==================== bin_to_bcd_seq
Fig. 1: bin_to_bcd_seq, close-up of the layout
Window x 32 to 62, y 1 to 31 um. Cells in gray, sequential cells in the stronger gray; small squares are vias.
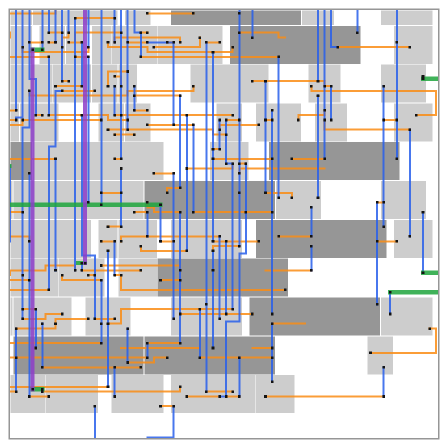
$ cat config.mk
export PLATFORM = sky130hd
export DESIGN_NAME = bin_to_bcd_seq
export DESIGN_NICKNAME = d
export VERILOG_FILES = /design/src/rtl/bin_to_bcd_seq.sv
export SDC_FILE = /design/constraint.sdc
export NUM_CORES = 1
export LEC_CHECK = 0
export CORE_UTILIZATION = 48
export CTS_CLUSTER_SIZE = 25
export DETAILED_ROUTE_END_ITERATION = 8
export PLACE_DENSITY = 0.72
export RECOVER_POWER = 25
export REMOVE_ABC_BUFFERS = 1
export SYNTH_ARGS = -nofsm -noshare
export SYNTH_HDL_FRONTEND = slang
export SYNTH_SLANG_ARGS = --single-unit
$ cat constraint.sdc
create_clock -name clk -period 1.5 [get_ports clk]
set_clock_uncertainty 0.15 [all_clocks]
set_input_delay 0.375 -clock clk [delete_from_list [all_inputs] [get_ports clk]]
set_output_delay 0.375 -clock clk [all_outputs]
set_load 0.01 [all_outputs]
$ cat src/rtl/bin_to_bcd_seq.sv
// Sequential binary-to-BCD converter (shift-and-add-3), one bit per clock.
// Start/busy/done handshake; the result register holds between conversions.
module bin_to_bcd_seq #(
  parameter int WIDTH  = 8,
  parameter int DIGITS = 3
) (
  input  logic                  clk,
  input  logic                  rst_n,
  input  logic                  start,
  input  logic [WIDTH-1:0]      bin,
  output logic                  busy,
  output logic                  done,
  output logic [4*DIGITS-1:0]   bcd
);

  localparam int SW = 4 * DIGITS;
  localparam int CW = $clog2(WIDTH + 1);

  function automatic bit digits_ok();
    longint unsigned p;
    bit big;
    p   = 64'd1;
    big = 1'b0;
    for (int i = 0; i < DIGITS; i++) begin
      if (p > 64'd1000000000000000000) big = 1'b1;
      else p = p * 64'd10;
    end
    return big || (p > ((64'd1 << WIDTH) - 64'd1));
  endfunction

  if (WIDTH < 2) begin : g_wchk
    $error("bin_to_bcd_seq: WIDTH must be at least 2");
  end
  if (!digits_ok()) begin : g_dchk
    $error("bin_to_bcd_seq: DIGITS too small for WIDTH");
  end

  typedef enum logic [1:0] {
    IDLE  = 2'd0,
    SHIFT = 2'd1,
    DONE  = 2'd2
  } state_t;

  state_t          state_q, state_d;
  logic [WIDTH-1:0] bin_q, bin_d;
  logic [SW-1:0]   scr_q, scr_d;
  logic [CW-1:0]   cnt_q, cnt_d;
  logic [SW-1:0]   bcd_q, bcd_d;

  logic [SW-1:0]    adj;
  logic [SW-1:0]    scr_sh;
  logic [WIDTH-1:0] bin_sh;

  // Add-3 correction happens before the shift so no digit overflows past 9.
  always_comb begin
    adj = scr_q;
    for (int i = 0; i < DIGITS; i++) begin
      if (scr_q[4*i +: 4] >= 4'd5)
        adj[4*i +: 4] = scr_q[4*i +: 4] + 4'd3;
    end
    scr_sh = {adj[SW-2:0], bin_q[WIDTH-1]};
    bin_sh = {bin_q[WIDTH-2:0], 1'b0};
  end

  always_comb begin
    state_d = state_q;
    bin_d   = bin_q;
    scr_d   = scr_q;
    cnt_d   = cnt_q;
    bcd_d   = bcd_q;
    unique case (state_q)
      IDLE, DONE: begin
        state_d = IDLE;
        if (start) begin
          bin_d   = bin;
          scr_d   = '0;
          cnt_d   = '0;
          state_d = SHIFT;
        end
      end
      SHIFT: begin
        bin_d = bin_sh;
        scr_d = scr_sh;
        cnt_d = cnt_q + 1'b1;
        if (cnt_q == CW'(WIDTH - 1)) begin
          bcd_d   = scr_sh;
          state_d = DONE;
        end
      end
      default: state_d = IDLE;
    endcase
  end

  always_ff @(posedge clk or negedge rst_n) begin
    if (!rst_n) begin
      state_q <= IDLE;
      bin_q   <= '0;
      scr_q   <= '0;
      cnt_q   <= '0;
      bcd_q   <= '0;
    end else begin
      state_q <= state_d;
      bin_q   <= bin_d;
      scr_q   <= scr_d;
      cnt_q   <= cnt_d;
      bcd_q   <= bcd_d;
    end
  end

  assign busy = (state_q == SHIFT);
  assign done = (state_q == DONE);
  assign bcd  = bcd_q;

endmodule

==> run notes <==
Implementation results.

The number of non-clock inverters is 7. The depth of the worst register-to-register path is 5. The initial antenna violation count was 0. The number of DRC markers in iteration 0 is 102.

The worst setup path endpoint is bcd[2]. After its last routability iteration, the placer logged a weighted congestion of 0.777. The worst path buffer plus inverter count is 0. Each instance of the synthesized netlist takes up on average 10.8 um^2.

Per the synthesis report, the adder-cell share of the synthesized area is 4.93%. The checks that failed: negative setup slack. The biggest slice of the total power is consumed by combinational cells. The design received a total of 46 well taps at floorplan. The critical register-to-register path startpoint is scr_q[0]. The multiplexer fraction of the synthesized cell area is 6.12%. The met1 wire length is 1.79 mm.

The worst setup path is launched from a flip-flop. The number of signal-net buffers in the layout is 64. The floorplan report gives the top-level pin count as 25. The synthesized netlist cell count is 164. Sorting the synthesized cells by how often they occur yields sky130_fd_sc_hd__dfrtp_1, sky130_fd_sc_hd__nand2_1, sky130_fd_sc_hd__o21ai_0. The run finished, with violations left.

In the final report, the number of pins over their slew limit comes to 0. The last timing report of the flow puts the setup violation total at 19. In the finished design, the share of the clock period the worst path needs comes to 112%. The synthesis report names the predominant flop master as sky130_fd_sc_hd__dfrtp_1.

TritonCTS built the clock tree. In this run the post-CTS setup repair buffer count came out at 6. Registers take 953 um^2. The worst path setup slack after routing is -182 ps. The register fraction of the total cell area is 35.4%. In this run the cell area of the synthesized design comes to 1780 um^2. The tally of yosys warning messages is 0.

The total number of vias is 1506.
Notes on Fig. 1 above:
legend:
  purple:
    layer: M4
  orange:
    layer: M1
  green:
    layer: M3
  blue:
    layer: M2
sequential cells in the window: 8
netlist names of flops here include: `bcd` (5), `scr_q` (3)
most frequent: dfrtp_1 (8), buf_4 (7), a21oi_2 (3)
cells with their middle in the window: 51

-- per-stage QoR --
step | hold WS (ps) | std cells | util (%) | cell area (um^2)
6_report | 330 | 275 | 78.3 | 2700
5_1_grt | 367 | 275 | 78.3 | 2700
4_1_cts | 334 | 266 | 72.9 | 2510
3_5_place_dp | 209 | 251 | 64.4 | 2220
3_3_place_gp | 205 | 251 | 64.4 | 2220
2_1_floorplan | -70.6 | 157 | - | 1730
-- tightest hold or removal path, stage by stage, from the launching register on --
cell                      delay [ps]
sky130_fd_sc_hd__dfrtp_1         350
sky130_fd_sc_hd__nand2_1          50
sky130_fd_sc_hd__nand2_1          60

==================== count_tracker_flat
$ cat src/rtl/count_pkg.sv
// Shared types and widths for the count tracker: the upstream counter width,
// the error tally width and the resync FSM states.
package count_pkg;

  localparam int COUNT_W   = 3;
  localparam int ERR_CNT_W = 8;

  typedef enum logic [1:0] {
    UNSYNC = 2'd0,
    TRACK  = 2'd1,
    ERR    = 2'd2
  } trk_state_t;

endpackage

$ cat src/rtl/count_tracker_if.sv
// Bus between the 3-bit counter side (master) and the tracker (slave).
// UPPER_W must match the UPPER_W of the count_tracker it connects to.
interface count_tracker_if
  import count_pkg::*;
#(
  parameter int UPPER_W = 5
) ();

  logic [COUNT_W-1:0]         count;
  logic [COUNT_W+UPPER_W-1:0] ext_count;
  logic                       wrap;
  logic                       locked;
  logic                       err;
  logic [ERR_CNT_W-1:0]       err_cnt;

  modport master (
    output count,
    input  ext_count, wrap, locked, err, err_cnt
  );

  modport slave (
    input  count,
    output ext_count, wrap, locked, err, err_cnt
  );

endinterface

$ cat src/rtl/sat_counter.sv
// Saturating up-counter with synchronous clear; clear wins over increment.
module sat_counter #(
  parameter int W = 8
) (
  input  logic         clk,
  input  logic         clr_i,
  input  logic         inc_i,
  output logic [W-1:0] q_o
);

  logic [W-1:0] cnt_q;

  // NOTE: sequential state uses non-blocking (<=) so every register samples
  // its inputs from before the edge, independent of statement order.
  always_ff @(posedge clk) begin
    if (clr_i) begin
      cnt_q <= '0;
    end else if (inc_i && (cnt_q != {W{1'b1}})) begin
      cnt_q <= cnt_q + W'(1);
    end
  end

  assign q_o = cnt_q;

endmodule

$ cat src/rtl/count_tracker.sv
// Checks a free-running 3-bit count for +1 steps, extends it with an upper
// field on clean wraps, and tracks sequence errors with a resync FSM.
module count_tracker
  import count_pkg::*;
#(
  parameter int UPPER_W  = 5,
  parameter int RESYNC_N = 4
) (
  input  logic           clk,
  input  logic           res,
  count_tracker_if.slave bus
);

  localparam logic [3:0] RESYNC_LIM = 4'(RESYNC_N);

  trk_state_t                 state_q, state_d;
  logic [COUNT_W-1:0]         prev_q;
  logic [UPPER_W-1:0]         upper_q, upper_d;
  logic [3:0]                 run_q, run_d;
  logic [COUNT_W+UPPER_W-1:0] ext_q;
  logic                       wrap_q, wrap_d;
  logic                       good_step;
  logic                       bad_step;
  logic [ERR_CNT_W-1:0]       err_cnt_s;

  // A repeated value is also bad: the upstream counter never holds.
  assign good_step = (bus.count == (prev_q + 3'd1));

  // NOTE: every signal written here gets a default first, so no path through
  // the case leaves a value unassigned and no latch is inferred.
  always_comb begin
    state_d  = state_q;
    upper_d  = upper_q;
    run_d    = run_q;
    wrap_d   = 1'b0;
    bad_step = 1'b0;
    unique case (state_q)
      UNSYNC: begin
        state_d = TRACK;
        run_d   = '0;
      end
      TRACK: begin
        if (good_step) begin
          if (&prev_q) begin
            upper_d = upper_q + UPPER_W'(1);
            wrap_d  = 1'b1;
          end
        end else begin
          bad_step = 1'b1;
          state_d  = ERR;
          run_d    = '0;
        end
      end
      ERR: begin
        // upper stays frozen here, even on the step that completes resync
        if (good_step) begin
          if ((run_q + 4'd1) == RESYNC_LIM) begin
            state_d = TRACK;
            run_d   = '0;
          end else begin
            run_d = run_q + 4'd1;
          end
        end else begin
          bad_step = 1'b1;
          run_d    = '0;
        end
      end
      default: state_d = UNSYNC;
    endcase
  end

  // NOTE: reset is synchronous, so every register, outputs included, is
  // explicitly cleared in the res branch rather than relying on power-up.
  always_ff @(posedge clk) begin
    if (res) begin
      state_q <= UNSYNC;
      prev_q  <= '0;
      upper_q <= '0;
      run_q   <= '0;
      ext_q   <= '0;
      wrap_q  <= 1'b0;
    end else begin
      state_q <= state_d;
      prev_q  <= bus.count;
      upper_q <= upper_d;
      run_q   <= run_d;
      ext_q   <= {upper_d, bus.count};
      wrap_q  <= wrap_d;
    end
  end

  sat_counter #(
    .W (ERR_CNT_W)
  ) u_err_cnt (
    .clk   (clk),
    .clr_i (res),
    .inc_i (bad_step),
    .q_o   (err_cnt_s)
  );

  assign bus.ext_count = ext_q;
  assign bus.wrap      = wrap_q;
  assign bus.locked    = (state_q == TRACK);
  assign bus.err       = (state_q == ERR);
  assign bus.err_cnt   = err_cnt_s;

endmodule

$ cat src/flat_wrapper.sv
// flat-port wrapper written by rule: the top's interface ports become plain ports
module count_tracker_flat import count_pkg::*;
#(
  parameter int UPPER_W  = 5,
  parameter int RESYNC_N = 4
)
  (clk, res, bus_count, bus_ext_count, bus_wrap, bus_locked, bus_err, bus_err_cnt);
  count_tracker_if #(.UPPER_W(UPPER_W)) bus_i ();
  input  logic clk;
  input  logic res;
  input wire logic [$bits(bus_i.count)-1:0] bus_count;
  output wire logic [$bits(bus_i.ext_count)-1:0] bus_ext_count;
  output wire logic [$bits(bus_i.wrap)-1:0] bus_wrap;
  output wire logic [$bits(bus_i.locked)-1:0] bus_locked;
  output wire logic [$bits(bus_i.err)-1:0] bus_err;
  output wire logic [$bits(bus_i.err_cnt)-1:0] bus_err_cnt;
  assign bus_i.count = bus_count;
  assign bus_ext_count = bus_i.ext_count;
  assign bus_wrap = bus_i.wrap;
  assign bus_locked = bus_i.locked;
  assign bus_err = bus_i.err;
  assign bus_err_cnt = bus_i.err_cnt;
  count_tracker #(.UPPER_W(UPPER_W), .RESYNC_N(RESYNC_N)) u_core (.clk(clk), .res(res), .bus(bus_i));
endmodule
$ cat config.mk
export PLATFORM = sky130hd
export DESIGN_NAME = count_tracker_flat
export DESIGN_NICKNAME = d
export VERILOG_FILES = /design/src/rtl/count_pkg.sv /design/src/rtl/count_tracker_if.sv /design/src/rtl/sat_counter.sv /design/src/rtl/count_tracker.sv /design/src/flat_wrapper.sv
export SDC_FILE = /design/constraint.sdc
export NUM_CORES = 1
export LEC_CHECK = 0
export CORE_MARGIN = 5
export CORE_UTILIZATION = 25
export DETAILED_ROUTE_END_ITERATION = 10
export SLEW_MARGIN = 30
export SYNTH_ARGS = -nofsm -noshare
export SYNTH_HDL_FRONTEND = slang
export SYNTH_SLANG_ARGS = --single-unit
$ cat constraint.sdc
create_clock -name clk -period 2 [get_ports clk]
set_input_delay 0.2 -clock clk [delete_from_list [all_inputs] [get_ports clk]]
set_output_delay 0.2 -clock clk [all_outputs]
set_load 0.05 [all_outputs]
==> run notes <==
Implementation results.

The critical path data arrival time is 2050 ps. The clock network power reported by the tool is 0.297 mW. In this run, the synthesized area fraction spent on AND-OR/OR-AND gates is recorded as 10.8%. The deepest clock path buffer count is 2. The synthesized-area fraction occupied by xor and xnor cells is 9.46%.

The startpoint-to-endpoint class of the critical path is flip-flop to flip-flop. The floorplan die width is 79.4 um. For this run, the slowest stage of the critical path takes 350 ps. The wire length after detailed routing is 2.50 mm. The synthesis report lists the most area-consuming cells as sky130_fd_sc_hd__dfxtp_1, sky130_fd_sc_hd__ha_1, sky130_fd_sc_hd__xnor2_1.

The final antenna diode tally reported by the flow is 0. The most frequent cell after synthesis is sky130_fd_sc_hd__dfxtp_1. By area, the combinational part of the netlist is dominated by simple AND/OR/NAND/NOR gates.

Pins over their slew limit in the final report were tallied at 0. The area of the die is 6300 um^2. The library cell with the largest summed area after synthesis is sky130_fd_sc_hd__dfxtp_1. The buffer_ports step reported a buffer count of 23. Yosys reports that the most numerous cell types are sky130_fd_sc_hd__dfxtp_1, sky130_fd_sc_hd__nor2_1, sky130_fd_sc_hd__ha_1. The run finished with clean final reports. The commonest register cell is sky130_fd_sc_hd__dfxtp_1. The via count normalized by instance count is 4.57. Hold timing on the final database bottoms out at a slack of 509 ps. The synthesized netlist devotes 23.8% of its cell area to simple gates. The number of warnings reported in the stage logs is 30. The kind of launch point of the worst setup path is a flip-flop. The overall fraction of global-route tracks in use is 8.35%. The power dissipated in combinational cells is 0.519 mW. The total grt overflow is 0. Yosys reported that registers with async set or reset make up 0%. The post-CTS hold buffer count recorded in the log is 0.

The placeable core area is 4690 um^2.
==> final cells by class <==
cell class | instances | area, um^2
inverters | 6 | 22.5
repair buffers | 27 | 268
flip-flops and latches | 23 | 469
clock buffers | 3 | 41.3
well taps | 54 | 67.6
fillers | 489 | 3080
multi-input cells | 100 | 737
clock inverters | 1 | 5.00
==> repair_timing <==
item,4_1_cts,5_1_grt
pin swaps,3,1
buffers inserted,1,0
gates resized,6,1
setup endpoints to repair,4,2
hold endpoints to repair,0,0
==> per-layer routing <==
layer,vias up,global-route usage [%]
met5,-,0
met1,440,10.8
met4,0,2.23
li1,516,-
met3,2,2.93
met2,21,13.2
Fig. 2: count_tracker_flat, where the registers sit
Scale bar: 20 um. Other sequential cells in the stronger gray, the rest of the logic in the fainter gray.
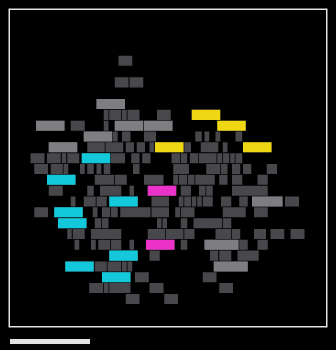
legend:
  magenta:
    name_in_the_netlist: `u_core.state_q`
    placed_flops: 2
  yellow:
    name_in_the_netlist: `u_core.run_q`
    placed_flops: 4
  cyan:
    name_in_the_netlist: `u_core.u_err_cnt.q_o`
    placed_flops: 8
not colored: 9

Fig. 3: count_tracker_flat, clock nets
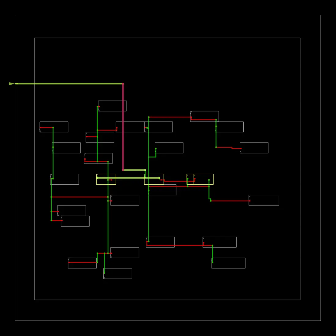
flip-flop and latch count: 23
number of buffers inserted during clock tree synthesis: 3



==> screenshots <==
Clock distribution.
Scale bar: 20 um.
panel A
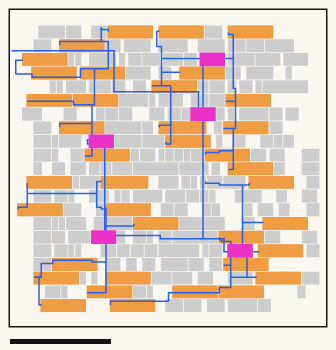
panel B
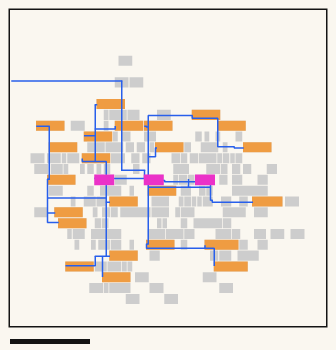
The one with the most sequential cells is panel A.
The one with the largest die is panel B.
count_tracker_flat: panel B
bin_to_bcd_seq: panel A

No activity file was given, so power comes from the tool's default toggle rates.
